=== design 1 ===
Fig. 1: design 1, register map, names as in the netlist
Drawn at 12 px/um. Other sequential cells in the stronger grey, the rest of the logic in the fainter grey.
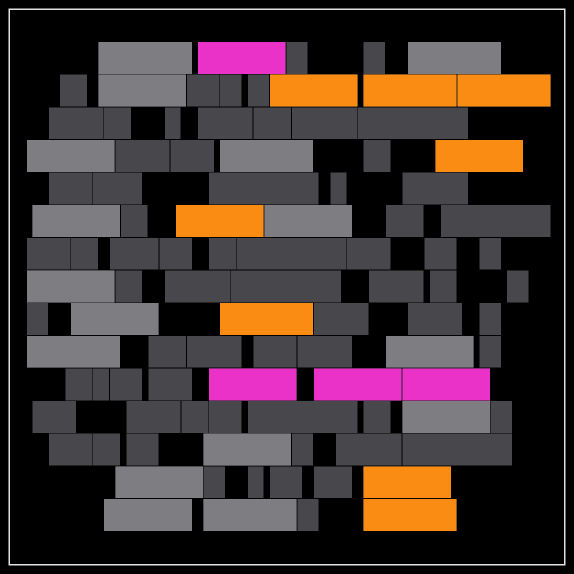

`config.mk`:
```
export PLATFORM = sky130hd
export DESIGN_NAME = input_conditioner
export DESIGN_NICKNAME = d
export VERILOG_FILES = /design/src/rtl/input_conditioner_pkg.sv /design/src/rtl/input_conditioner_cond_channel.sv /design/src/rtl/input_conditioner.sv
export SDC_FILE = /design/constraint.sdc
export NUM_CORES = 1
export LEC_CHECK = 0
export CAP_MARGIN = 0
export CORE_UTILIZATION = 48
export CTS_BUF_LIST = sky130_fd_sc_hd__clkbuf_16
export DETAILED_ROUTE_END_ITERATION = 7
export PLACE_DENSITY = 0.81
export SYNTH_ARGS = -nofsm -noshare
export SYNTH_HDL_FRONTEND = slang
export SYNTH_HIERARCHICAL = 1
export SYNTH_SLANG_ARGS = --single-unit
export TNS_END_PERCENT = 20
```
`constraint.sdc`:
```
create_clock -name clk -period 1.1 [get_ports clk]
set_clock_uncertainty 0.15 [all_clocks]
set_input_delay 0.22 -clock clk [delete_from_list [all_inputs] [get_ports clk]]
set_output_delay 0.22 -clock clk [all_outputs]
set_load 0.005 [all_outputs]
```
`src/rtl/input_conditioner_pkg.sv`:
```
// input_cond_pkg: shared constants and helpers for the input conditioner.
//   clog2        - constant function, ceil(log2(v)), 0 for v <= 1
//   GLITCH_CNT_W - width of each per-channel rejected-glitch counter
//   NSYNC_MIN    - smallest synchronizer depth accepted at elaboration
//   NSYNC_MAX    - largest synchronizer depth accepted at elaboration
package input_cond_pkg;

  localparam int GLITCH_CNT_W = 8;
  localparam int NSYNC_MIN    = 2;
  localparam int NSYNC_MAX    = 4;

  function automatic int clog2(input int v);
    int r;
    int x;
    r = 0;
    x = v - 1;
    while (x > 0) begin
      r = r + 1;
      x = x >> 1;
    end
    return r;
  endfunction

endpackage

```
`src/rtl/input_conditioner_cond_channel.sv`:
```
// cond_channel: one input channel -- NSYNC-stage synchronizer, debounce
// counter, stable level register, registered rise/fall pulses and, when
// INPUT_COND_GLITCH_CNT_EN is defined, a saturating rejected-glitch counter.
// Ports:
//   clk        system clock
//   rst        synchronous active-high reset
//   in         raw asynchronous input
//   level      debounced stable level
//   rise       one-cycle pulse on level 0->1
//   fall       one-cycle pulse on level 1->0
//   glitch_cnt rejected-glitch count (INPUT_COND_GLITCH_CNT_EN only)
module cond_channel
  import input_cond_pkg::*;
#(
  parameter int   NSYNC           = 2,
  parameter int   DEBOUNCE_CYCLES = 4,
  parameter logic RESET_LEVEL     = 1'b0
) (
  input  logic clk,
  input  logic rst,
  input  logic in,
  output logic level,
  output logic rise,
`ifdef INPUT_COND_GLITCH_CNT_EN
  output logic fall,
  output logic [GLITCH_CNT_W-1:0] glitch_cnt
`else
  output logic fall
`endif
);

  // A single-cycle debounce needs no count range, but keep one bit so the
  // counter vector stays legal.
  localparam int CW = (clog2(DEBOUNCE_CYCLES) < 1) ? 1 : clog2(DEBOUNCE_CYCLES);
  localparam logic [CW-1:0] TERM_CNT = CW'(DEBOUNCE_CYCLES - 1);

  logic [NSYNC-1:0] r_sync;
  logic [CW-1:0]    r_cnt;
  logic             r_level;
  logic             r_rise;
  logic             r_fall;
  logic             w_s;

  assign w_s = r_sync[NSYNC-1];

  always_ff @(posedge clk) begin
    if (rst) begin
      r_sync  <= {NSYNC{RESET_LEVEL}};
      r_level <= RESET_LEVEL;
      r_cnt   <= '0;
      r_rise  <= 1'b0;
      r_fall  <= 1'b0;
    end else begin
      r_sync <= {r_sync[NSYNC-2:0], in};
      r_rise <= 1'b0;
      r_fall <= 1'b0;
      if (w_s == r_level) begin
        r_cnt <= '0;
      end else if (r_cnt == TERM_CNT) begin
        r_level <= w_s;
        r_cnt   <= '0;
        r_rise  <= w_s;
        r_fall  <= ~w_s;
      end else begin
        r_cnt <= r_cnt + 1'b1;
      end
    end
  end

  assign level = r_level;
  assign rise  = r_rise;
  assign fall  = r_fall;

`ifdef INPUT_COND_GLITCH_CNT_EN
  logic [GLITCH_CNT_W-1:0] r_glitch;

  // A nonzero count while the input agrees with level means a bounce
  // ended before it was accepted.
  always_ff @(posedge clk) begin
    if (rst) begin
      r_glitch <= '0;
    end else if ((w_s == r_level) && (r_cnt != '0) && (r_glitch != '1)) begin
      r_glitch <= r_glitch + 1'b1;
    end
  end

  assign glitch_cnt = r_glitch;
`endif

endmodule

```
`src/rtl/input_conditioner.sv`:
```
// input_conditioner: multi-channel synchronizer / debounce / edge-detect
// front end between external pins and the traffic FSM.
// Optional feature macro: INPUT_COND_GLITCH_CNT_EN (adds glitch_cnt).
// Ports:
//   clk        system clock
//   rst        synchronous active-high reset
//   in         raw asynchronous inputs, WIDTH bits
//   level      debounced stable levels
//   rise       one-cycle pulses on level 0->1
//   fall       one-cycle pulses on level 1->0
//   glitch_cnt per-channel rejected-glitch counts, channel i at [8i+7:8i]
module input_conditioner
  import input_cond_pkg::*;
#(
  parameter int               WIDTH           = 4,
  parameter int               NSYNC           = 2,
  parameter int               DEBOUNCE_CYCLES = 4,
  parameter logic [WIDTH-1:0] RESET_LEVEL     = {WIDTH{1'b0}}
) (
  input  logic             clk,
  input  logic             rst,
  input  logic [WIDTH-1:0] in,
  output logic [WIDTH-1:0] level,
  output logic [WIDTH-1:0] rise,
`ifdef INPUT_COND_GLITCH_CNT_EN
  output logic [WIDTH-1:0] fall,
  output logic [GLITCH_CNT_W*WIDTH-1:0] glitch_cnt
`else
  output logic [WIDTH-1:0] fall
`endif
);

  if (NSYNC < NSYNC_MIN || NSYNC > NSYNC_MAX) begin : g_bad_nsync
    $error("input_conditioner: NSYNC must be in 2..4");
  end
  if (DEBOUNCE_CYCLES < 1) begin : g_bad_debounce
    $error("input_conditioner: DEBOUNCE_CYCLES must be >= 1");
  end

  for (genvar g = 0; g < WIDTH; g++) begin : g_ch
    cond_channel #(
      .NSYNC           (NSYNC),
      .DEBOUNCE_CYCLES (DEBOUNCE_CYCLES),
      .RESET_LEVEL     (RESET_LEVEL[g])
    ) u_ch (
      .clk        (clk),
      .rst        (rst),
      .in         (in[g]),
      .level      (level[g]),
      .rise       (rise[g]),
`ifdef INPUT_COND_GLITCH_CNT_EN
      .fall       (fall[g]),
      .glitch_cnt (glitch_cnt[GLITCH_CNT_W*g +: GLITCH_CNT_W])
`else
      .fall       (fall[g])
`endif
    );
  end

endmodule

```
=== design 2 ===
`config.mk`:
```
export PLATFORM = sky130hd
export DESIGN_NAME = param_multiplier_flat
export DESIGN_NICKNAME = d
export VERILOG_FILES = /design/src/rtl/param_multiplier_if.sv /design/src/rtl/param_multiplier.sv /design/src/flat_wrapper.sv
export SDC_FILE = /design/constraint.sdc
export NUM_CORES = 1
export LEC_CHECK = 0
export ABC_AREA = 1
export CORE_UTILIZATION = 56
export CTS_CLUSTER_SIZE = 24
export DETAILED_ROUTE_END_ITERATION = 16
export DONT_BUFFER_PORTS = 1
export PLACE_DENSITY_LB_ADDON = 0.15
export SYNTH_ARGS = -nofsm -noshare
export SYNTH_HDL_FRONTEND = slang
export SYNTH_SLANG_ARGS = --single-unit
```
`constraint.sdc`:
```
create_clock -name CLK -period 12.9 [get_ports CLK]
set_input_delay 3.225 -clock CLK [delete_from_list [all_inputs] [get_ports CLK]]
set_output_delay 3.225 -clock CLK [all_outputs]
set_load 0.01 [all_outputs]
```
`src/rtl/param_multiplier_if.sv`:
```
// param_multiplier_if: operand, memory and readback signals of param_multiplier
interface param_multiplier_if #(
  parameter int IN_WIDTH = 16,
  parameter int DEPTH = 64
);
  localparam int OUT_WIDTH = 2 * IN_WIDTH;
  localparam int ADDR_WIDTH = $clog2(DEPTH);
  logic EN_mult;
  logic RDY_mult;
  logic [IN_WIDTH-1:0] mult_input0;
  logic [IN_WIDTH-1:0] mult_input1;
  logic EN_blockRead;
  logic EN_writeMem;
  logic [ADDR_WIDTH-1:0] writeMem_addr;
  logic [OUT_WIDTH-1:0] writeMem_val;
  logic EN_readMem;
  logic [ADDR_WIDTH-1:0] readMem_addr;
  logic [OUT_WIDTH-1:0] readMem_val;
  logic VALID_memVal;
  logic [OUT_WIDTH-1:0] memVal_data;
  modport slave (
    input EN_mult, mult_input0, mult_input1, EN_blockRead, readMem_val,
    output RDY_mult, EN_writeMem, writeMem_addr, writeMem_val, EN_readMem, readMem_addr,
    VALID_memVal, memVal_data
  );
  modport master (
    output EN_mult, mult_input0, mult_input1, EN_blockRead, readMem_val,
    input RDY_mult, EN_writeMem, writeMem_addr, writeMem_val, EN_readMem, readMem_addr,
    VALID_memVal, memVal_data
  );
endinterface

```
`src/rtl/param_multiplier.sv`:
```
// param_multiplier: block multiplier storing products in external memory, then streaming them back.
// Optional MULT_ACCUM_EN adds mode_accum for running-sum entries.
module param_multiplier #(
  parameter int IN_WIDTH = 16,
  parameter int DEPTH = 64
) (
  input logic CLK,
  input logic rst,
`ifdef MULT_ACCUM_EN
  input logic mode_accum,
`endif
  param_multiplier_if.slave m
);
  localparam int OUT_WIDTH = 2 * IN_WIDTH;
  localparam int ADDR_WIDTH = $clog2(DEPTH);
  localparam int CW = $clog2(DEPTH + 1);
  typedef enum logic [2:0] {IDLE, FILL, FULL, READ, DRAIN} state_t;
  state_t st;
  logic [CW-1:0] idx, cnt;
  logic pend, acc;
  logic [OUT_WIDTH-1:0] prod, wval;
  assign prod = OUT_WIDTH'(m.mult_input0) * OUT_WIDTH'(m.mult_input1);
  assign m.RDY_mult = !rst && (st == IDLE || st == FILL);
  assign acc = m.EN_mult && m.RDY_mult;
  assign m.memVal_data = m.VALID_memVal ? m.readMem_val : '0;
`ifdef MULT_ACCUM_EN
  logic am;
  always_ff @(posedge CLK)
    if (rst) am <= 1'b0;
    else if (acc && st == IDLE) am <= mode_accum;
  // the last written value is the running sum of the block so far
  assign wval = (st == FILL && am) ? m.writeMem_val + prod : prod;
`else
  assign wval = prod;
`endif
  always_ff @(posedge CLK) begin
    if (rst) begin
      st <= IDLE;
      idx <= '0;
      cnt <= '0;
      pend <= 1'b0;
      m.EN_writeMem <= 1'b0;
      m.writeMem_addr <= '0;
      m.writeMem_val <= '0;
      m.EN_readMem <= 1'b0;
      m.readMem_addr <= '0;
      m.VALID_memVal <= 1'b0;
    end else begin
      m.EN_writeMem <= acc;
      m.VALID_memVal <= m.EN_readMem;
      if (acc) begin
        m.writeMem_addr <= idx[ADDR_WIDTH-1:0];
        m.writeMem_val <= wval;
        idx <= idx + CW'(1);
      end
      case (st)
        IDLE: if (acc) st <= FILL;
        FILL:
          if ((acc && idx == CW'(DEPTH - 1)) || m.EN_blockRead) begin
            st <= FULL;
            cnt <= idx + CW'(acc);
            pend <= m.EN_blockRead;
          end
        // entering READ here puts the first read after the final write cycle
        FULL:
          if (pend || m.EN_blockRead) begin
            st <= READ;
            pend <= 1'b0;
            m.EN_readMem <= 1'b1;
            m.readMem_addr <= '0;
          end
        READ:
          if (CW'(m.readMem_addr) == cnt - CW'(1)) begin
            m.EN_readMem <= 1'b0;
            st <= DRAIN;
          end else m.readMem_addr <= m.readMem_addr + ADDR_WIDTH'(1);
        DRAIN: begin
          st <= IDLE;
          idx <= '0;
          cnt <= '0;
        end
        default: st <= IDLE;
      endcase
    end
  end
endmodule

```
`src/flat_wrapper.sv`:
```
// flat-port wrapper written by rule: the top's interface ports become plain ports
module param_multiplier_flat 
#(
  parameter int IN_WIDTH = 16,
  parameter int DEPTH = 64
)
  (CLK, rst, m_EN_mult, m_mult_input0, m_mult_input1, m_EN_blockRead, m_readMem_val, m_RDY_mult, m_EN_writeMem, m_writeMem_addr, m_writeMem_val, m_EN_readMem, m_readMem_addr, m_VALID_memVal, m_memVal_data);
  param_multiplier_if #(.IN_WIDTH(IN_WIDTH), .DEPTH(DEPTH)) m_i ();
  input logic CLK;
  input logic rst;
  input wire logic [$bits(m_i.EN_mult)-1:0] m_EN_mult;
  input wire logic [$bits(m_i.mult_input0)-1:0] m_mult_input0;
  input wire logic [$bits(m_i.mult_input1)-1:0] m_mult_input1;
  input wire logic [$bits(m_i.EN_blockRead)-1:0] m_EN_blockRead;
  input wire logic [$bits(m_i.readMem_val)-1:0] m_readMem_val;
  output wire logic [$bits(m_i.RDY_mult)-1:0] m_RDY_mult;
  output wire logic [$bits(m_i.EN_writeMem)-1:0] m_EN_writeMem;
  output wire logic [$bits(m_i.writeMem_addr)-1:0] m_writeMem_addr;
  output wire logic [$bits(m_i.writeMem_val)-1:0] m_writeMem_val;
  output wire logic [$bits(m_i.EN_readMem)-1:0] m_EN_readMem;
  output wire logic [$bits(m_i.readMem_addr)-1:0] m_readMem_addr;
  output wire logic [$bits(m_i.VALID_memVal)-1:0] m_VALID_memVal;
  output wire logic [$bits(m_i.memVal_data)-1:0] m_memVal_data;
  assign m_i.EN_mult = m_EN_mult;
  assign m_i.mult_input0 = m_mult_input0;
  assign m_i.mult_input1 = m_mult_input1;
  assign m_i.EN_blockRead = m_EN_blockRead;
  assign m_i.readMem_val = m_readMem_val;
  assign m_RDY_mult = m_i.RDY_mult;
  assign m_EN_writeMem = m_i.EN_writeMem;
  assign m_writeMem_addr = m_i.writeMem_addr;
  assign m_writeMem_val = m_i.writeMem_val;
  assign m_EN_readMem = m_i.EN_readMem;
  assign m_readMem_addr = m_i.readMem_addr;
  assign m_VALID_memVal = m_i.VALID_memVal;
  assign m_memVal_data = m_i.memVal_data;
  param_multiplier #(.IN_WIDTH(IN_WIDTH), .DEPTH(DEPTH)) u_core (.CLK(CLK), .rst(rst), .m(m_i));
endmodule
```
=== design 3 ===
`config.mk`:
```
export PLATFORM = sky130hd
export DESIGN_NAME = mem_lsu_flat
export DESIGN_NICKNAME = d
export VERILOG_FILES = /design/src/rtl/rv32i_pkg.sv /design/src/rtl/mem_lsu_if.sv /design/src/rtl/mem_lsu_align.sv /design/src/rtl/mem_lsu.sv /design/src/flat_wrapper.sv
export SDC_FILE = /design/constraint.sdc
export NUM_CORES = 1
export LEC_CHECK = 0
export CELL_PAD_IN_SITES_DETAIL_PLACEMENT = 0
export CELL_PAD_IN_SITES_GLOBAL_PLACEMENT = 1
export CORE_MARGIN = 10
export CORE_UTILIZATION = 45
export CTS_BUF_LIST = sky130_fd_sc_hd__clkbuf_8
export DETAILED_ROUTE_END_ITERATION = 16
export DONT_BUFFER_PORTS = 1
export GPL_TIMING_DRIVEN = 1
export PLACE_DENSITY_LB_ADDON = 0.1
export SKIP_CTS_REPAIR_TIMING = 1
export SLEW_MARGIN = 40
export SYNTH_ARGS = -nofsm -noshare
export SYNTH_HDL_FRONTEND = slang
export SYNTH_SLANG_ARGS = --single-unit
```
`constraint.sdc`:
```
create_clock -name clk -period 3.1 [get_ports clk]
set_clock_uncertainty 0.15 [all_clocks]
set_input_delay 0.62 -clock clk [delete_from_list [all_inputs] [get_ports clk]]
set_output_delay 0.62 -clock clk [all_outputs]
set_load 0.02 [all_outputs]
```
`src/rtl/rv32i_pkg.sv`:
```
// Shared RV32I types for the MEM-stage load/store unit.
//   data_t      : 32-bit data/address word
//   be_t        : 4-bit byte-enable mask
//   mem_op_t    : load/store opcode (4-bit enum; bit 3 marks a store)
//   lsu_state_t : LSU transaction FSM states
//   DATA_ZERO   : all-zero data word
package rv32i_pkg;
    localparam int XLEN = 32;

    typedef logic [XLEN-1:0] data_t;
    typedef logic [3:0]      be_t;

    typedef enum logic [3:0] {
        MEM_LB  = 4'd0,
        MEM_LH  = 4'd1,
        MEM_LW  = 4'd2,
        MEM_LBU = 4'd4,
        MEM_LHU = 4'd5,
        MEM_SB  = 4'd8,
        MEM_SH  = 4'd9,
        MEM_SW  = 4'd10
    } mem_op_t;

    typedef enum logic [1:0] {
        ST_IDLE,
        ST_REQ,
        ST_WAIT,
        ST_DONE
    } lsu_state_t;

    localparam data_t DATA_ZERO = '0;
endpackage

```
`src/rtl/mem_lsu_if.sv`:
```
// Data-memory bus between the LSU (master) and data memory (slave).
//   dmem_req_valid_o/dmem_req_ready_i : request handshake
//   dmem_we_o, dmem_be_o, dmem_addr_o, dmem_wdata_o : request fields
//   dmem_rsp_valid_i, dmem_rdata_i : load response
// Signal suffixes are from the LSU's point of view.
interface mem_lsu_if;
    import rv32i_pkg::*;

    logic  dmem_req_valid_o;
    logic  dmem_req_ready_i;
    logic  dmem_we_o;
    be_t   dmem_be_o;
    data_t dmem_addr_o;
    data_t dmem_wdata_o;
    logic  dmem_rsp_valid_i;
    data_t dmem_rdata_i;

    modport master (
        output dmem_req_valid_o, dmem_we_o, dmem_be_o, dmem_addr_o, dmem_wdata_o,
        input  dmem_req_ready_i, dmem_rsp_valid_i, dmem_rdata_i
    );

    modport slave (
        input  dmem_req_valid_o, dmem_we_o, dmem_be_o, dmem_addr_o, dmem_wdata_o,
        output dmem_req_ready_i, dmem_rsp_valid_i, dmem_rdata_i
    );
endinterface

```
`src/rtl/mem_lsu_align.sv`:
```
// Combinational byte-lane logic for the LSU.
//   i_op, i_off    : opcode and address byte offset
//   i_wdata        : raw store data (rs2)
//   i_rdata        : raw load word from memory
//   o_be           : byte enables
//   o_wdata        : lane-replicated store data
//   o_rdata        : extracted and extended load data
//   o_misalign     : access is misaligned or opcode undefined
//   o_store        : opcode is a store
module lsu_align
    import rv32i_pkg::*;
(
    input  mem_op_t    i_op,
    input  logic [1:0] i_off,
    input  data_t      i_wdata,
    input  data_t      i_rdata,
    output be_t        o_be,
    output data_t      o_wdata,
    output data_t      o_rdata,
    output logic       o_misalign,
    output logic       o_store
);
    data_t w_shifted;

    // Addressed byte/halfword moved down to lane 0.
    assign w_shifted = i_rdata >> {i_off, 3'b000};

    always_comb begin
        o_be       = '0;
        o_wdata    = i_wdata;
        o_rdata    = DATA_ZERO;
        o_misalign = 1'b0;
        o_store    = 1'b0;
        case (i_op)
            MEM_LB: begin
                o_be    = 4'b0001 << i_off;
                o_rdata = {{24{w_shifted[7]}}, w_shifted[7:0]};
            end
            MEM_LBU: begin
                o_be    = 4'b0001 << i_off;
                o_rdata = {24'd0, w_shifted[7:0]};
            end
            MEM_LH: begin
                o_be       = 4'b0011 << i_off;
                o_rdata    = {{16{w_shifted[15]}}, w_shifted[15:0]};
                o_misalign = i_off[0];
            end
            MEM_LHU: begin
                o_be       = 4'b0011 << i_off;
                o_rdata    = {16'd0, w_shifted[15:0]};
                o_misalign = i_off[0];
            end
            MEM_LW: begin
                o_be       = 4'b1111;
                o_rdata    = w_shifted;
                o_misalign = |i_off;
            end
            MEM_SB: begin
                o_be    = 4'b0001 << i_off;
                o_wdata = {4{i_wdata[7:0]}};
                o_store = 1'b1;
            end
            MEM_SH: begin
                o_be       = 4'b0011 << i_off;
                o_wdata    = {2{i_wdata[15:0]}};
                o_misalign = i_off[0];
                o_store    = 1'b1;
            end
            MEM_SW: begin
                o_be       = 4'b1111;
                o_misalign = |i_off;
                o_store    = 1'b1;
            end
            // Undefined encodings fault without touching the bus.
            default: o_misalign = 1'b1;
        endcase
    end
endmodule

```
`src/rtl/mem_lsu.sv`:
```
// MEM-stage load/store unit. Accepts one load/store from the pipeline,
// runs a valid/ready request + valid response exchange with data memory,
// and returns extended load data to write-back.
//   clk, rst            : clock, synchronous active-high reset
//   req_valid_i/req_ready_o, mem_op_i, addr_i, wdata_i : pipeline request
//   rsp_valid_o, mem_read_data_o, misalign_o           : one-cycle completion
//   stall_o             : pipeline hold while a transaction is in flight
//   dmem                : data-memory bus (master side)
module mem_lsu
    import rv32i_pkg::*;
#(
    parameter int XLEN = 32   // byte-lane logic is fixed at 4 lanes
) (
    input  logic            clk,
    input  logic            rst,
    input  logic            req_valid_i,
    output logic            req_ready_o,
    input  mem_op_t         mem_op_i,
    input  logic [XLEN-1:0] addr_i,
    input  logic [XLEN-1:0] wdata_i,
    output logic            rsp_valid_o,
    output logic [XLEN-1:0] mem_read_data_o,
    output logic            misalign_o,
    output logic            stall_o,
    mem_lsu_if.master       dmem
);
    lsu_state_t r_state, w_next;
    mem_op_t    r_op;
    data_t      r_addr;
    data_t      r_wdata;
    logic       r_misalign;
    data_t      r_rdata;

    logic       w_idle, w_req;
    mem_op_t    w_op;
    logic [1:0] w_off;
    be_t        w_be;
    data_t      w_wdata;
    data_t      w_rdata;
    logic       w_misalign, w_store;

    assign w_idle = (r_state == ST_IDLE);
    assign w_req  = (r_state == ST_REQ);

    // In IDLE the aligner looks at the incoming op to classify it before
    // capture; afterwards it works purely from the captured registers.
    assign w_op  = w_idle ? mem_op_i    : r_op;
    assign w_off = w_idle ? addr_i[1:0] : r_addr[1:0];

    lsu_align u_align (
        .i_op       (w_op),
        .i_off      (w_off),
        .i_wdata    (r_wdata),
        .i_rdata    (dmem.dmem_rdata_i),
        .o_be       (w_be),
        .o_wdata    (w_wdata),
        .o_rdata    (w_rdata),
        .o_misalign (w_misalign),
        .o_store    (w_store)
    );

    always_comb begin
        w_next = r_state;
        case (r_state)
            ST_IDLE: if (req_valid_i)           w_next = w_misalign ? ST_DONE : ST_REQ;
            ST_REQ:  if (dmem.dmem_req_ready_i) w_next = w_store ? ST_DONE : ST_WAIT;
            ST_WAIT: if (dmem.dmem_rsp_valid_i) w_next = ST_DONE;
            ST_DONE:                            w_next = ST_IDLE;
            default:                            w_next = ST_IDLE;
        endcase
    end

    always_ff @(posedge clk) begin
        if (rst) begin
            r_state    <= ST_IDLE;
            r_op       <= MEM_LB;
            r_addr     <= DATA_ZERO;
            r_wdata    <= DATA_ZERO;
            r_misalign <= 1'b0;
            r_rdata    <= DATA_ZERO;
        end else begin
            r_state <= w_next;
            if (w_idle && req_valid_i) begin
                r_op       <= mem_op_i;
                r_addr     <= addr_i;
                r_wdata    <= wdata_i;
                r_misalign <= w_misalign;
                r_rdata    <= DATA_ZERO;   // stores and faults report 0
            end
            if (r_state == ST_WAIT && dmem.dmem_rsp_valid_i)
                r_rdata <= w_rdata;
        end
    end

    assign req_ready_o     = w_idle;
    assign rsp_valid_o     = (r_state == ST_DONE);
    assign misalign_o      = rsp_valid_o & r_misalign;
    assign mem_read_data_o = r_rdata;
    assign stall_o         = req_valid_i & ~rsp_valid_o;

    // Bus fields are zero outside REQ so nothing stale leaks onto the bus.
    assign dmem.dmem_req_valid_o = w_req;
    assign dmem.dmem_we_o        = w_req & w_store;
    assign dmem.dmem_be_o        = w_req ? w_be : '0;
    assign dmem.dmem_addr_o      = w_req ? {r_addr[31:2], 2'b00} : DATA_ZERO;
    assign dmem.dmem_wdata_o     = w_req ? w_wdata : DATA_ZERO;
endmodule

```
`src/flat_wrapper.sv`:
```
// flat-port wrapper written by rule: the top's interface ports become plain ports
module mem_lsu_flat import rv32i_pkg::*;
#(
    parameter int XLEN = 32                                         
)
  (clk, rst, req_valid_i, req_ready_o, mem_op_i, addr_i, wdata_i, rsp_valid_o, mem_read_data_o, misalign_o, stall_o, dmem_dmem_req_valid_o, dmem_dmem_we_o, dmem_dmem_be_o, dmem_dmem_addr_o, dmem_dmem_wdata_o, dmem_dmem_req_ready_i, dmem_dmem_rsp_valid_i, dmem_dmem_rdata_i);
  mem_lsu_if dmem_i ();
  input  logic clk;
  input  logic rst;
  input  logic req_valid_i;
  output logic req_ready_o;
  input  mem_op_t mem_op_i;
  input  logic [XLEN-1:0] addr_i;
  input  logic [XLEN-1:0] wdata_i;
  output logic rsp_valid_o;
  output logic [XLEN-1:0] mem_read_data_o;
  output logic misalign_o;
  output logic stall_o;
  output wire logic [$bits(dmem_i.dmem_req_valid_o)-1:0] dmem_dmem_req_valid_o;
  output wire logic [$bits(dmem_i.dmem_we_o)-1:0] dmem_dmem_we_o;
  output wire logic [$bits(dmem_i.dmem_be_o)-1:0] dmem_dmem_be_o;
  output wire logic [$bits(dmem_i.dmem_addr_o)-1:0] dmem_dmem_addr_o;
  output wire logic [$bits(dmem_i.dmem_wdata_o)-1:0] dmem_dmem_wdata_o;
  input wire logic [$bits(dmem_i.dmem_req_ready_i)-1:0] dmem_dmem_req_ready_i;
  input wire logic [$bits(dmem_i.dmem_rsp_valid_i)-1:0] dmem_dmem_rsp_valid_i;
  input wire logic [$bits(dmem_i.dmem_rdata_i)-1:0] dmem_dmem_rdata_i;
  assign dmem_dmem_req_valid_o = dmem_i.dmem_req_valid_o;
  assign dmem_dmem_we_o = dmem_i.dmem_we_o;
  assign dmem_dmem_be_o = dmem_i.dmem_be_o;
  assign dmem_dmem_addr_o = dmem_i.dmem_addr_o;
  assign dmem_dmem_wdata_o = dmem_i.dmem_wdata_o;
  assign dmem_i.dmem_req_ready_i = dmem_dmem_req_ready_i;
  assign dmem_i.dmem_rsp_valid_i = dmem_dmem_rsp_valid_i;
  assign dmem_i.dmem_rdata_i = dmem_dmem_rdata_i;
  mem_lsu #(.XLEN(XLEN)) u_core (.clk(clk), .rst(rst), .req_valid_i(req_valid_i), .req_ready_o(req_ready_o), .mem_op_i(mem_op_i), .addr_i(addr_i), .wdata_i(wdata_i), .rsp_valid_o(rsp_valid_o), .mem_read_data_o(mem_read_data_o), .misalign_o(misalign_o), .stall_o(stall_o), .dmem(dmem_i));
endmodule
```
=== design 4 ===
==> src/rtl/ldtu_bsl_pkg.sv <==
// Shared constants and state encoding for the baseline calibration sequencer.
// Widths derive from the ADC sample width and the averaging depth.
package ldtu_bsl_pkg;

  localparam int Nbits_12   = 12;
  localparam int Nbits_8    = 8;
  localparam int LOG2_NSAMP = 6;
  localparam int SETTLE_CYC = 16;
  localparam int ACC_W      = Nbits_12 + LOG2_NSAMP;

  localparam logic [Nbits_8-1:0] BSL_MAX = 8'd255;

  typedef enum logic [1:0] {
    IDLE   = 2'd0,
    SETTLE = 2'd1,
    ACCUM  = 2'd2,
    UPDATE = 2'd3
  } state_t;

endpackage

==> src/rtl/ldtu_bsl_acc.sv <==
// Per-gain sample accumulator with round-half-up mean and 8-bit saturation.
// Accumulates on en, clears on clr; mean/ovf are combinational from the accumulator.
module ldtu_bsl_acc
  import ldtu_bsl_pkg::*;
(
  input  logic                clk,
  input  logic                rst_n,
  input  logic                clr,
  input  logic                en,
  input  logic [Nbits_12-1:0] din,
  output logic [Nbits_8-1:0]  mean_sat,
  output logic                ovf
);

  localparam logic [ACC_W-1:0] HALF = ACC_W'(2 ** (LOG2_NSAMP - 1));

  logic [ACC_W-1:0] acc;
  logic [ACC_W-1:0] mean_full;

  always_ff @(posedge clk or negedge rst_n) begin
    if (!rst_n) begin
      acc <= '0;
    end else if (clr) begin
      acc <= '0;
    end else if (en) begin
      acc <= acc + ACC_W'(din);
    end
  end

  // 64*4095 + 32 still fits in ACC_W bits, so the rounding add cannot wrap
  assign mean_full = (acc + HALF) >> LOG2_NSAMP;
  assign ovf       = |mean_full[ACC_W-1:Nbits_8];
  assign mean_sat  = ovf ? BSL_MAX : mean_full[Nbits_8-1:0];

endmodule

==> src/rtl/ldtu_bsl_calib.sv <==
// Baseline calibration sequencer: settle, average 2^LOG2_NSAMP samples per gain, load BSL_VAL.
// cal_done follows start by SETTLE_CYC+N+2 cycles when sample_valid stays high; gaps stall ACCUM.
module ldtu_bsl_calib
  import ldtu_bsl_pkg::*;
(
  input  logic                CLK,
  input  logic                rst_b,
  input  logic                cal_start,
  input  logic                cal_abort,
  input  logic                man_mode,
  input  logic [Nbits_8-1:0]  BSL_MAN_g01,
  input  logic [Nbits_8-1:0]  BSL_MAN_g10,
  input  logic [Nbits_12-1:0] DATA12_g01,
  input  logic [Nbits_12-1:0] DATA12_g10,
  input  logic                sample_valid,
  output logic [Nbits_8-1:0]  BSL_VAL_g01,
  output logic [Nbits_8-1:0]  BSL_VAL_g10,
  output logic                cal_busy,
  output logic                cal_done,
  output logic                cal_ovf_g01,
  output logic                cal_ovf_g10
);

  localparam int SET_W = $clog2(SETTLE_CYC);
  localparam logic [SET_W-1:0]      SETTLE_LAST = SET_W'(SETTLE_CYC - 1);
  localparam logic [LOG2_NSAMP-1:0] SAMP_LAST   = '1;

  state_t                 state, state_nxt;
  logic [SET_W-1:0]       set_cnt;
  logic [LOG2_NSAMP-1:0]  samp_cnt;
  logic                   start;
  logic                   load;
  logic                   acc_clr;
  logic                   acc_en;
  logic [Nbits_8-1:0]     mean_g01, mean_g10;
  logic                   ovf_g01, ovf_g10;

  always_ff @(posedge CLK or negedge rst_b) begin
    if (!rst_b) begin
      state <= IDLE;
    end else begin
      state <= state_nxt;
    end
  end

  always_comb begin
    state_nxt = state;
    start     = 1'b0;
    load      = 1'b0;
    case (state)
      IDLE: begin
        if (cal_start && !cal_abort && !man_mode) begin
          state_nxt = SETTLE;
          start     = 1'b1;
        end
      end
      SETTLE: if (set_cnt == SETTLE_LAST) state_nxt = ACCUM;
      ACCUM:  if (sample_valid && samp_cnt == SAMP_LAST) state_nxt = UPDATE;
      UPDATE: begin
        state_nxt = IDLE;
        load      = !cal_abort && !man_mode;
      end
      default: state_nxt = IDLE;
    endcase
    // abort and manual override cancel any calibration without touching outputs
    if (state != IDLE && (cal_abort || man_mode)) begin
      state_nxt = IDLE;
    end
  end

  always_ff @(posedge CLK or negedge rst_b) begin
    if (!rst_b) begin
      set_cnt  <= '0;
      samp_cnt <= '0;
    end else begin
      if (start) begin
        set_cnt <= '0;
      end else if (state == SETTLE) begin
        set_cnt <= set_cnt + 1'b1;
      end
      if (state == SETTLE) begin
        samp_cnt <= '0;
      end else if (state == ACCUM && sample_valid) begin
        samp_cnt <= samp_cnt + 1'b1;
      end
    end
  end

  assign acc_clr  = (state == SETTLE);
  assign acc_en   = (state == ACCUM) && sample_valid;
  assign cal_busy = (state != IDLE);

  ldtu_bsl_acc u_acc_g01 (
    .clk      (CLK),
    .rst_n    (rst_b),
    .clr      (acc_clr),
    .en       (acc_en),
    .din      (DATA12_g01),
    .mean_sat (mean_g01),
    .ovf      (ovf_g01)
  );

  ldtu_bsl_acc u_acc_g10 (
    .clk      (CLK),
    .rst_n    (rst_b),
    .clr      (acc_clr),
    .en       (acc_en),
    .din      (DATA12_g10),
    .mean_sat (mean_g10),
    .ovf      (ovf_g10)
  );

  always_ff @(posedge CLK or negedge rst_b) begin
    if (!rst_b) begin
      BSL_VAL_g01 <= '0;
      BSL_VAL_g10 <= '0;
      cal_ovf_g01 <= 1'b0;
      cal_ovf_g10 <= 1'b0;
      cal_done    <= 1'b0;
    end else begin
      cal_done <= load;
      if (man_mode) begin
        BSL_VAL_g01 <= BSL_MAN_g01;
        BSL_VAL_g10 <= BSL_MAN_g10;
      end else if (load) begin
        BSL_VAL_g01 <= mean_g01;
        BSL_VAL_g10 <= mean_g10;
      end
      if (start) begin
        cal_ovf_g01 <= 1'b0;
        cal_ovf_g10 <= 1'b0;
      end else if (load) begin
        cal_ovf_g01 <= cal_ovf_g01 | ovf_g01;
        cal_ovf_g10 <= cal_ovf_g10 | ovf_g10;
      end
    end
  end

endmodule

==> config.mk <==
export PLATFORM = sky130hd
export DESIGN_NAME = ldtu_bsl_calib
export DESIGN_NICKNAME = d
export VERILOG_FILES = /design/src/rtl/ldtu_bsl_pkg.sv /design/src/rtl/ldtu_bsl_acc.sv /design/src/rtl/ldtu_bsl_calib.sv
export SDC_FILE = /design/constraint.sdc
export NUM_CORES = 1
export LEC_CHECK = 0
export ABC_CLOCK_PERIOD_IN_PS = 3270
export CAP_MARGIN = 30
export CORE_AREA = 3 3 133 71
export DETAILED_ROUTE_END_ITERATION = 7
export DIE_AREA = 0 0 136 74
export GPL_ROUTABILITY_DRIVEN = 0
export HOLD_SLACK_MARGIN = 0.05
export PLACE_DENSITY_LB_ADDON = 0.15
export RECOVER_POWER = 100
export SYNTH_ARGS = -nofsm -noshare
export SYNTH_HDL_FRONTEND = slang
export SYNTH_SLANG_ARGS = --single-unit
==> constraint.sdc <==
create_clock -name CLK -period 3.27 [get_ports CLK]
set_input_delay 0.4905 -clock CLK [delete_from_list [all_inputs] [get_ports CLK]]
set_output_delay 0.4905 -clock CLK [all_outputs]
set_load 0.1 [all_outputs]
Fig. 2: design 1, cell placement
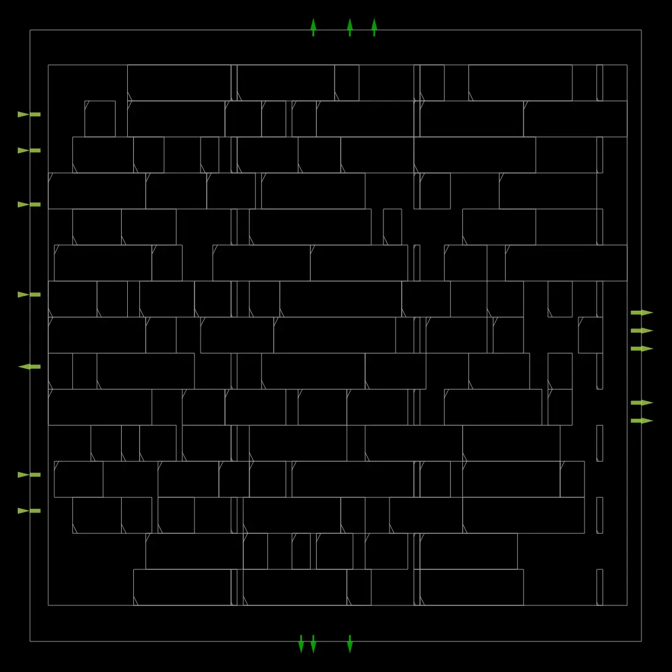
Taps Inserted: 25
total number of placement rows: 15
sequential share of cell area: 44.1%

Notes on Fig. 1 above:
| colour | signal | placed flops |
|---|---|---|
| orange | g_ch.u_ch/r_cnt | 8 |
| magenta | g_ch.u_ch/rise | 4 |
not coloured: 16
sequential cell area in the final layout: 572 um2
final design utilization: 72.7%

==> results.yml, design 1 <==
# yosys + openroad results
layout:
  area.combinational_um2: 425
  clockNetworkAreaShare_pct: 5.79
  finish.net_count: 110
  non_clock_buffer_count_in_the_final_layout: 27
  clkbuf_count: 3
  reg.largest.list: "g_ch.u_ch/r_cnt x8, g_ch.u_ch/r_sync x8"
status:
  run_status: "finished, final reports clean"
synthesis:
  synth.area.top_cells: "sky130_fd_sc_hd__dfxtp_1 (60%), sky130_fd_sc_hd__and4bb_2 (11%), sky130_fd_sc_hd__nor4b_2 (6.4%)"
  yosys_warnings: 6
  synthTopLogicFamily: "simple AND/OR/NAND/NOR gates"
  synth_area_per_cell_um2: 13.8
  ys.flop_type: "sky130_fd_sc_hd__dfxtp_1"
critical_path:
  path_class: "flip-flop to flip-flop"
  cp_slowest_stage_delay_ps: 320
  cp.required_ps: 1090
  rrSetupSlack_ps: 30
  timing_startpoint_of_the_critical_path: "g_ch[3].u_ch/level"
  critPathTopFamily: "flip-flops"
  critical_path_arrival_ps: 1060
global_routing:
  grt_pass1_vias: 536
  grt_use_met2_pct: 22.8
cts:
  clock_pin_slew_on_the_worst_setup_and_hold_paths_ps: 60
die:
  placeableCoreArea_um2: 1780
routing:
  route.detailed.drc: 0
  drt_first_pass_iters: 2
  highest_metal_layer_with_signal_wires: "met4"
  drt-initial-drc-count: 5
  antenna_violating_nets_remaining: 0
placement:
  dpl-instance-area_um2: 1200
  dp.cells: 119
  dp_slack_ps: -312
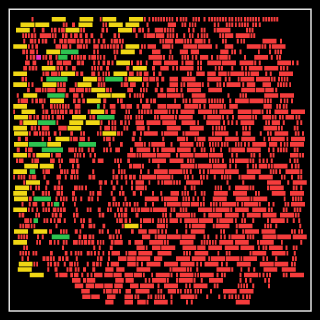
Fig. 3. Cells coloured by class (design 2).
Drawn at 2 px/um.
| colour | class | cells | share of their area |
|---|---|---|---|
| yellow | registers | 65 | 11% |
| green | clock drivers and dummy loads | 16 | 2.7% |
| red | remaining logic cells | 1603 | 87% |
| magenta | remaining buffers and delay cells | 1 | 0.061% |
final design utilization: 59.4%
final instance area: 12600 um2
total number of placement rows: 53
sequential share of cell area: 10.3%
floorplan core area: 21300 um2

==> results.yml, design 2 <==
# yosys + openroad results
synthesis:
  synth_cell_types: 35
  ys_async_sr_fraction_pct: 0
  largest_area_cell: "sky130_fd_sc_hd__fa_1"
  synthesis.instances: 1750
global_routing:
  global_route_wire_length_before_repair_mm: 50.7
  grt_antenna_before_repair: 0
  met3_usage_pct: 4.82
  grt_max_degree: 44
worst_hold_path:
  hold-path-endpoint: "u_core.cnt[1]"
placement:
  place.gp.congestion: 0.938
cts:
  cts_sinks: 65
  post_cts.resized_instances: 0
  htree_num_levels: 3
status:
  run_status: "finished, final reports clean"
critical_path:
  setup.worst_path.start_class: "input pin"
  rrSetupSlack_ps: 10640
  path_max_fanout: 16
  critPathCaptureType: "flip-flop"
layout:
  non_clock_buffer_count_in_the_final_layout: 1
  most_used_logic_cell_in_the_final_layout: "sky130_fd_sc_hd__inv_1"
  clkbuf_count: 10
  finish.net_count: 2051
  drive_above_1_share_pct: 1.96
timing:
  final_critical_path_setup_slack_ps: 5060
  final.min_clock_period_ps: 7840
  worst_slew_margin_rel_pct: 35.1
  hold-worst-slack_ps: 490
die:
  pin_count: 148
  tap-cell-count: 275
  dieArea_um2: 22600
routing:
  antenna_violating_nets_remaining: 0
  detailroute.wirelength.met2_mm: 13.7
  drt-initial-drc-count: 565
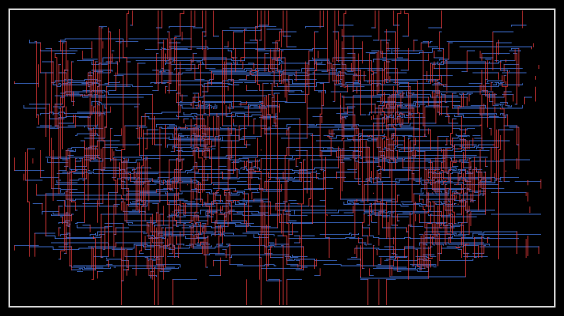
Fig. 4. Signal wires by layer (design 4).
Drawn at 4 px/um. Only two layers are drawn.
| colour | layer | wire length |
|---|---|---|
| red | M2 | 4960 um |
| blue | M1 | 5450 um |
final routed wirelength across all metal layers: 11.3 mm
detailed-route wire length per cell: 16.0 um
total vias in the final route: 4096
global-route total usage across every layer: 23.7%

==> results.yml, design 4 <==
# yosys + openroad results
status:
  run_status: "finished with violations"
  failed_checks: "max-capacitance violations, max-slew violations"
placement:
  dpl-instance-area_um2: 5290
critical_path:
  critPathTopFamily: "AND-OR/OR-AND gates"
  reg2reg_to: "samp_cnt[5]"
routing:
  route.met3.wl_um: 741
  via_per_inst: 5.79
layout:
  clkbuf_count: 10
  reg.largest.list: "u_acc_g01.acc x18, u_acc_g10.acc x18"
  non_clock_buffer_count_in_the_final_layout: 72
  stdcell_area_um2: 5590
job:
  cap_violations: 1
  tool_warnings: 29
global_routing:
  grt_use_met2_pct: 37.2
  global_route_wire_length_before_repair_mm: 18.9
timing:
  slew_violations: 68
synthesis:
  ys_async_sr_fraction_pct: 100
  mux_share_pct: 1.88
  edf_count: 0
die:
  placeableCoreArea_um2: 8470
  tap-cell-count: 117
Fig. 5: design 3, register map, names as in the netlist
Drawn at 4 px/um. Other sequential cells in the stronger grey, the rest of the logic in the fainter grey.
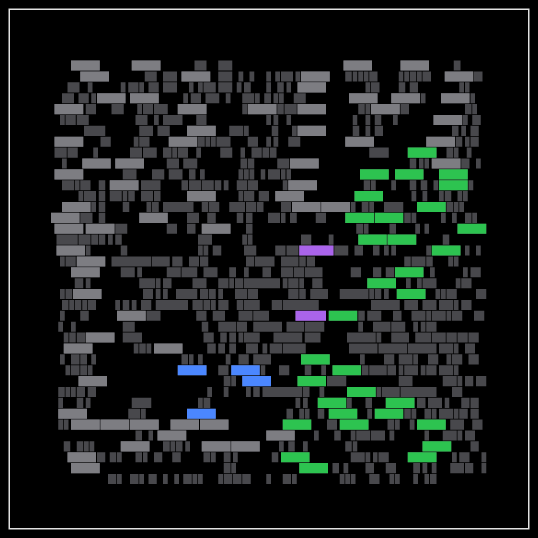
| colour | signal | placed flops |
|---|---|---|
| green | u_core.r_wdata | 32 |
| blue | u_core.r_op | 4 |
| purple | u_core.r_state | 2 |
not coloured: 65
sequential cell area in the final layout: 2070 um2

Fig. 6: design 3, cells coloured by class
Drawn at 2 px/um.
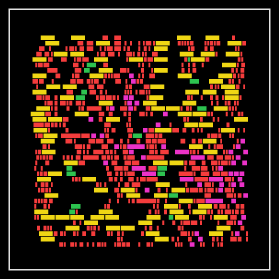
| colour | class | cells | share of their area |
|---|---|---|---|
| magenta | remaining buffers and delay cells | 53 | 8.5% |
| green | clock drivers and dummy loads | 16 | 3.0% |
| yellow | registers | 103 | 35% |
| red | remaining logic cells | 543 | 54% |
final design utilization: 53.3%
final instance area: 6160 um2
sequential share of cell area: 33.6%
total number of placement rows: 39

==> results.yml, design 3 <==
# yosys + openroad results
critical_path:
  worstReg2RegStart: "u_core.r_state[1]"
  critical_path_arrival_ps: 2360
  path_cells: "inv_4 > ha_4 > buf_12 > nand3b_1 > a21oi_4 > buf_12 > clkbuf_16 > mux2i_1 > nor2_1 > buf_4"
  r2r_cells: 10
  timing.critical_path.buf_inv: 5
  critPathTopFamily: "buffers and inverters"
  setup.worst_path.start_class: "flip-flop"
timing:
  fmaxAchievable_mhz: 319
  count_of_final_setup_violators: 4
  final_critical_path_setup_slack_ps: -31.7
status:
  run_status: "finished with violations"
  failed_checks: "negative setup slack"
global_routing:
  grt_pass1_vias: 4799
  met3_usage_pct: 7.79
synthesis:
  post_synth_fa_ha_maj_area_fraction_pct: 0.928
  synth.cellmix.xorXnorShare_pct: 0
  post_synth_and_or_nand_nor_area_fraction_pct: 26.6
layout:
  syn_to_layout_area_delta_pct: 14.1
  finish.net_count: 819
  clockNetworkAreaShare_pct: 2.95
  area.combinational_um2: 3210
placement:
  place.detailed.hpwl_mm: 13.2
cts:
  cts_sinks: 103
routing:
  routed_wl_mm: 17.8
  antenna_violating_nets_remaining: 0
worst_hold_path:
  holdCritStartpoint: "rst"
job:
  cap_violations: 0


==> notes/layouts.md <==
Pictures saved along the way, in no particular order.

The metal 3 layer.
shot_01.png
Drawn at 2 px/um.
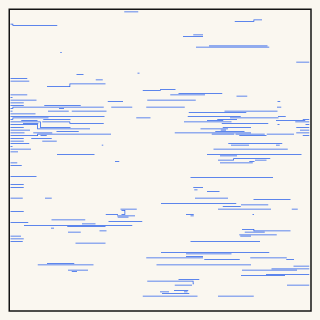
shot_02.png
Drawn at 3 px/um.
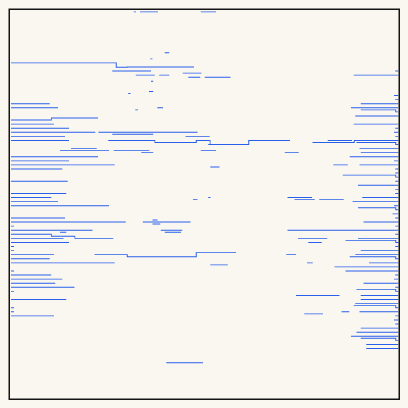
shot_03.png
Drawn at 8 px/um.
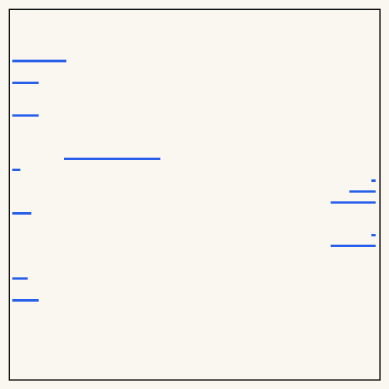
shot_04.png
Drawn at 4 px/um.
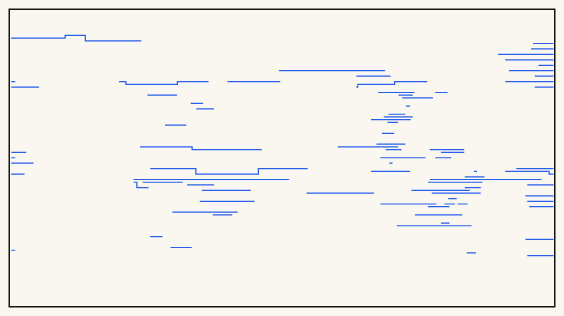
shot_02.png is design 3.
shot_04.png is design 4.
shot_03.png is design 1.
shot_01.png is design 2.
- largest die: shot_01.png

Key to shot_02.png:
nets with wire on the layer: 137
wire length on this layer: 1740 um
share of all routed wire: 9.8%


## Gallery

Cell placement.
image #1
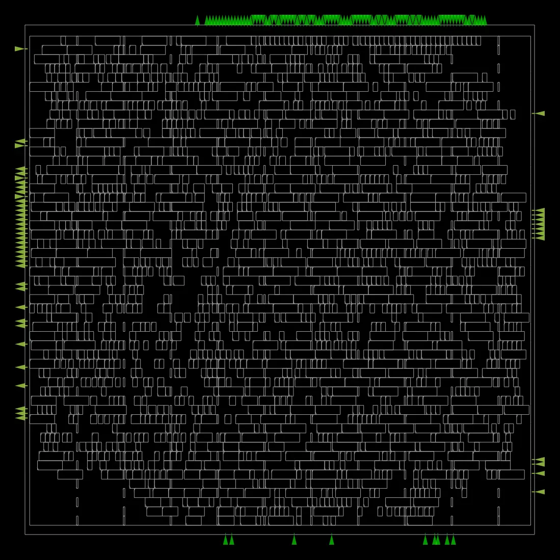
image #2
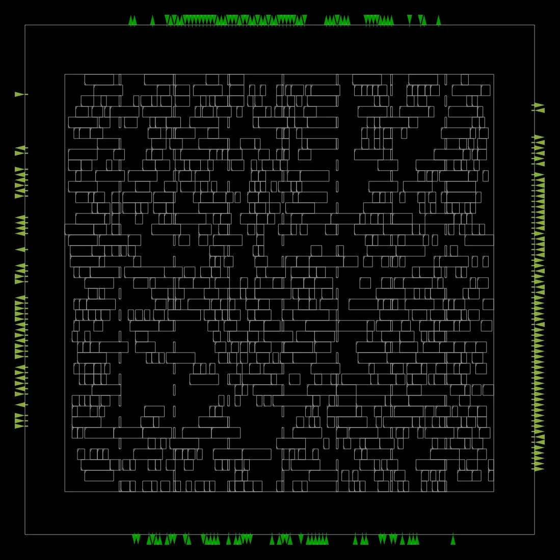
image #3
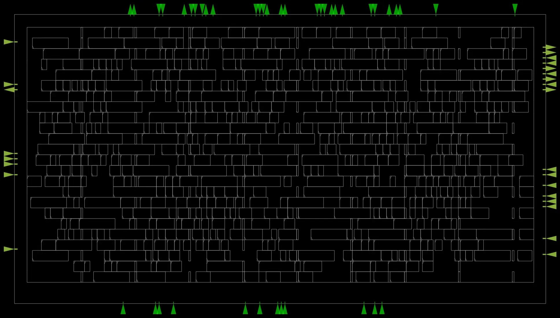
- most sequential cells: image #2
- fewest cells: image #3
design 2 -> image #1
design 4 -> image #3
design 3 -> image #2

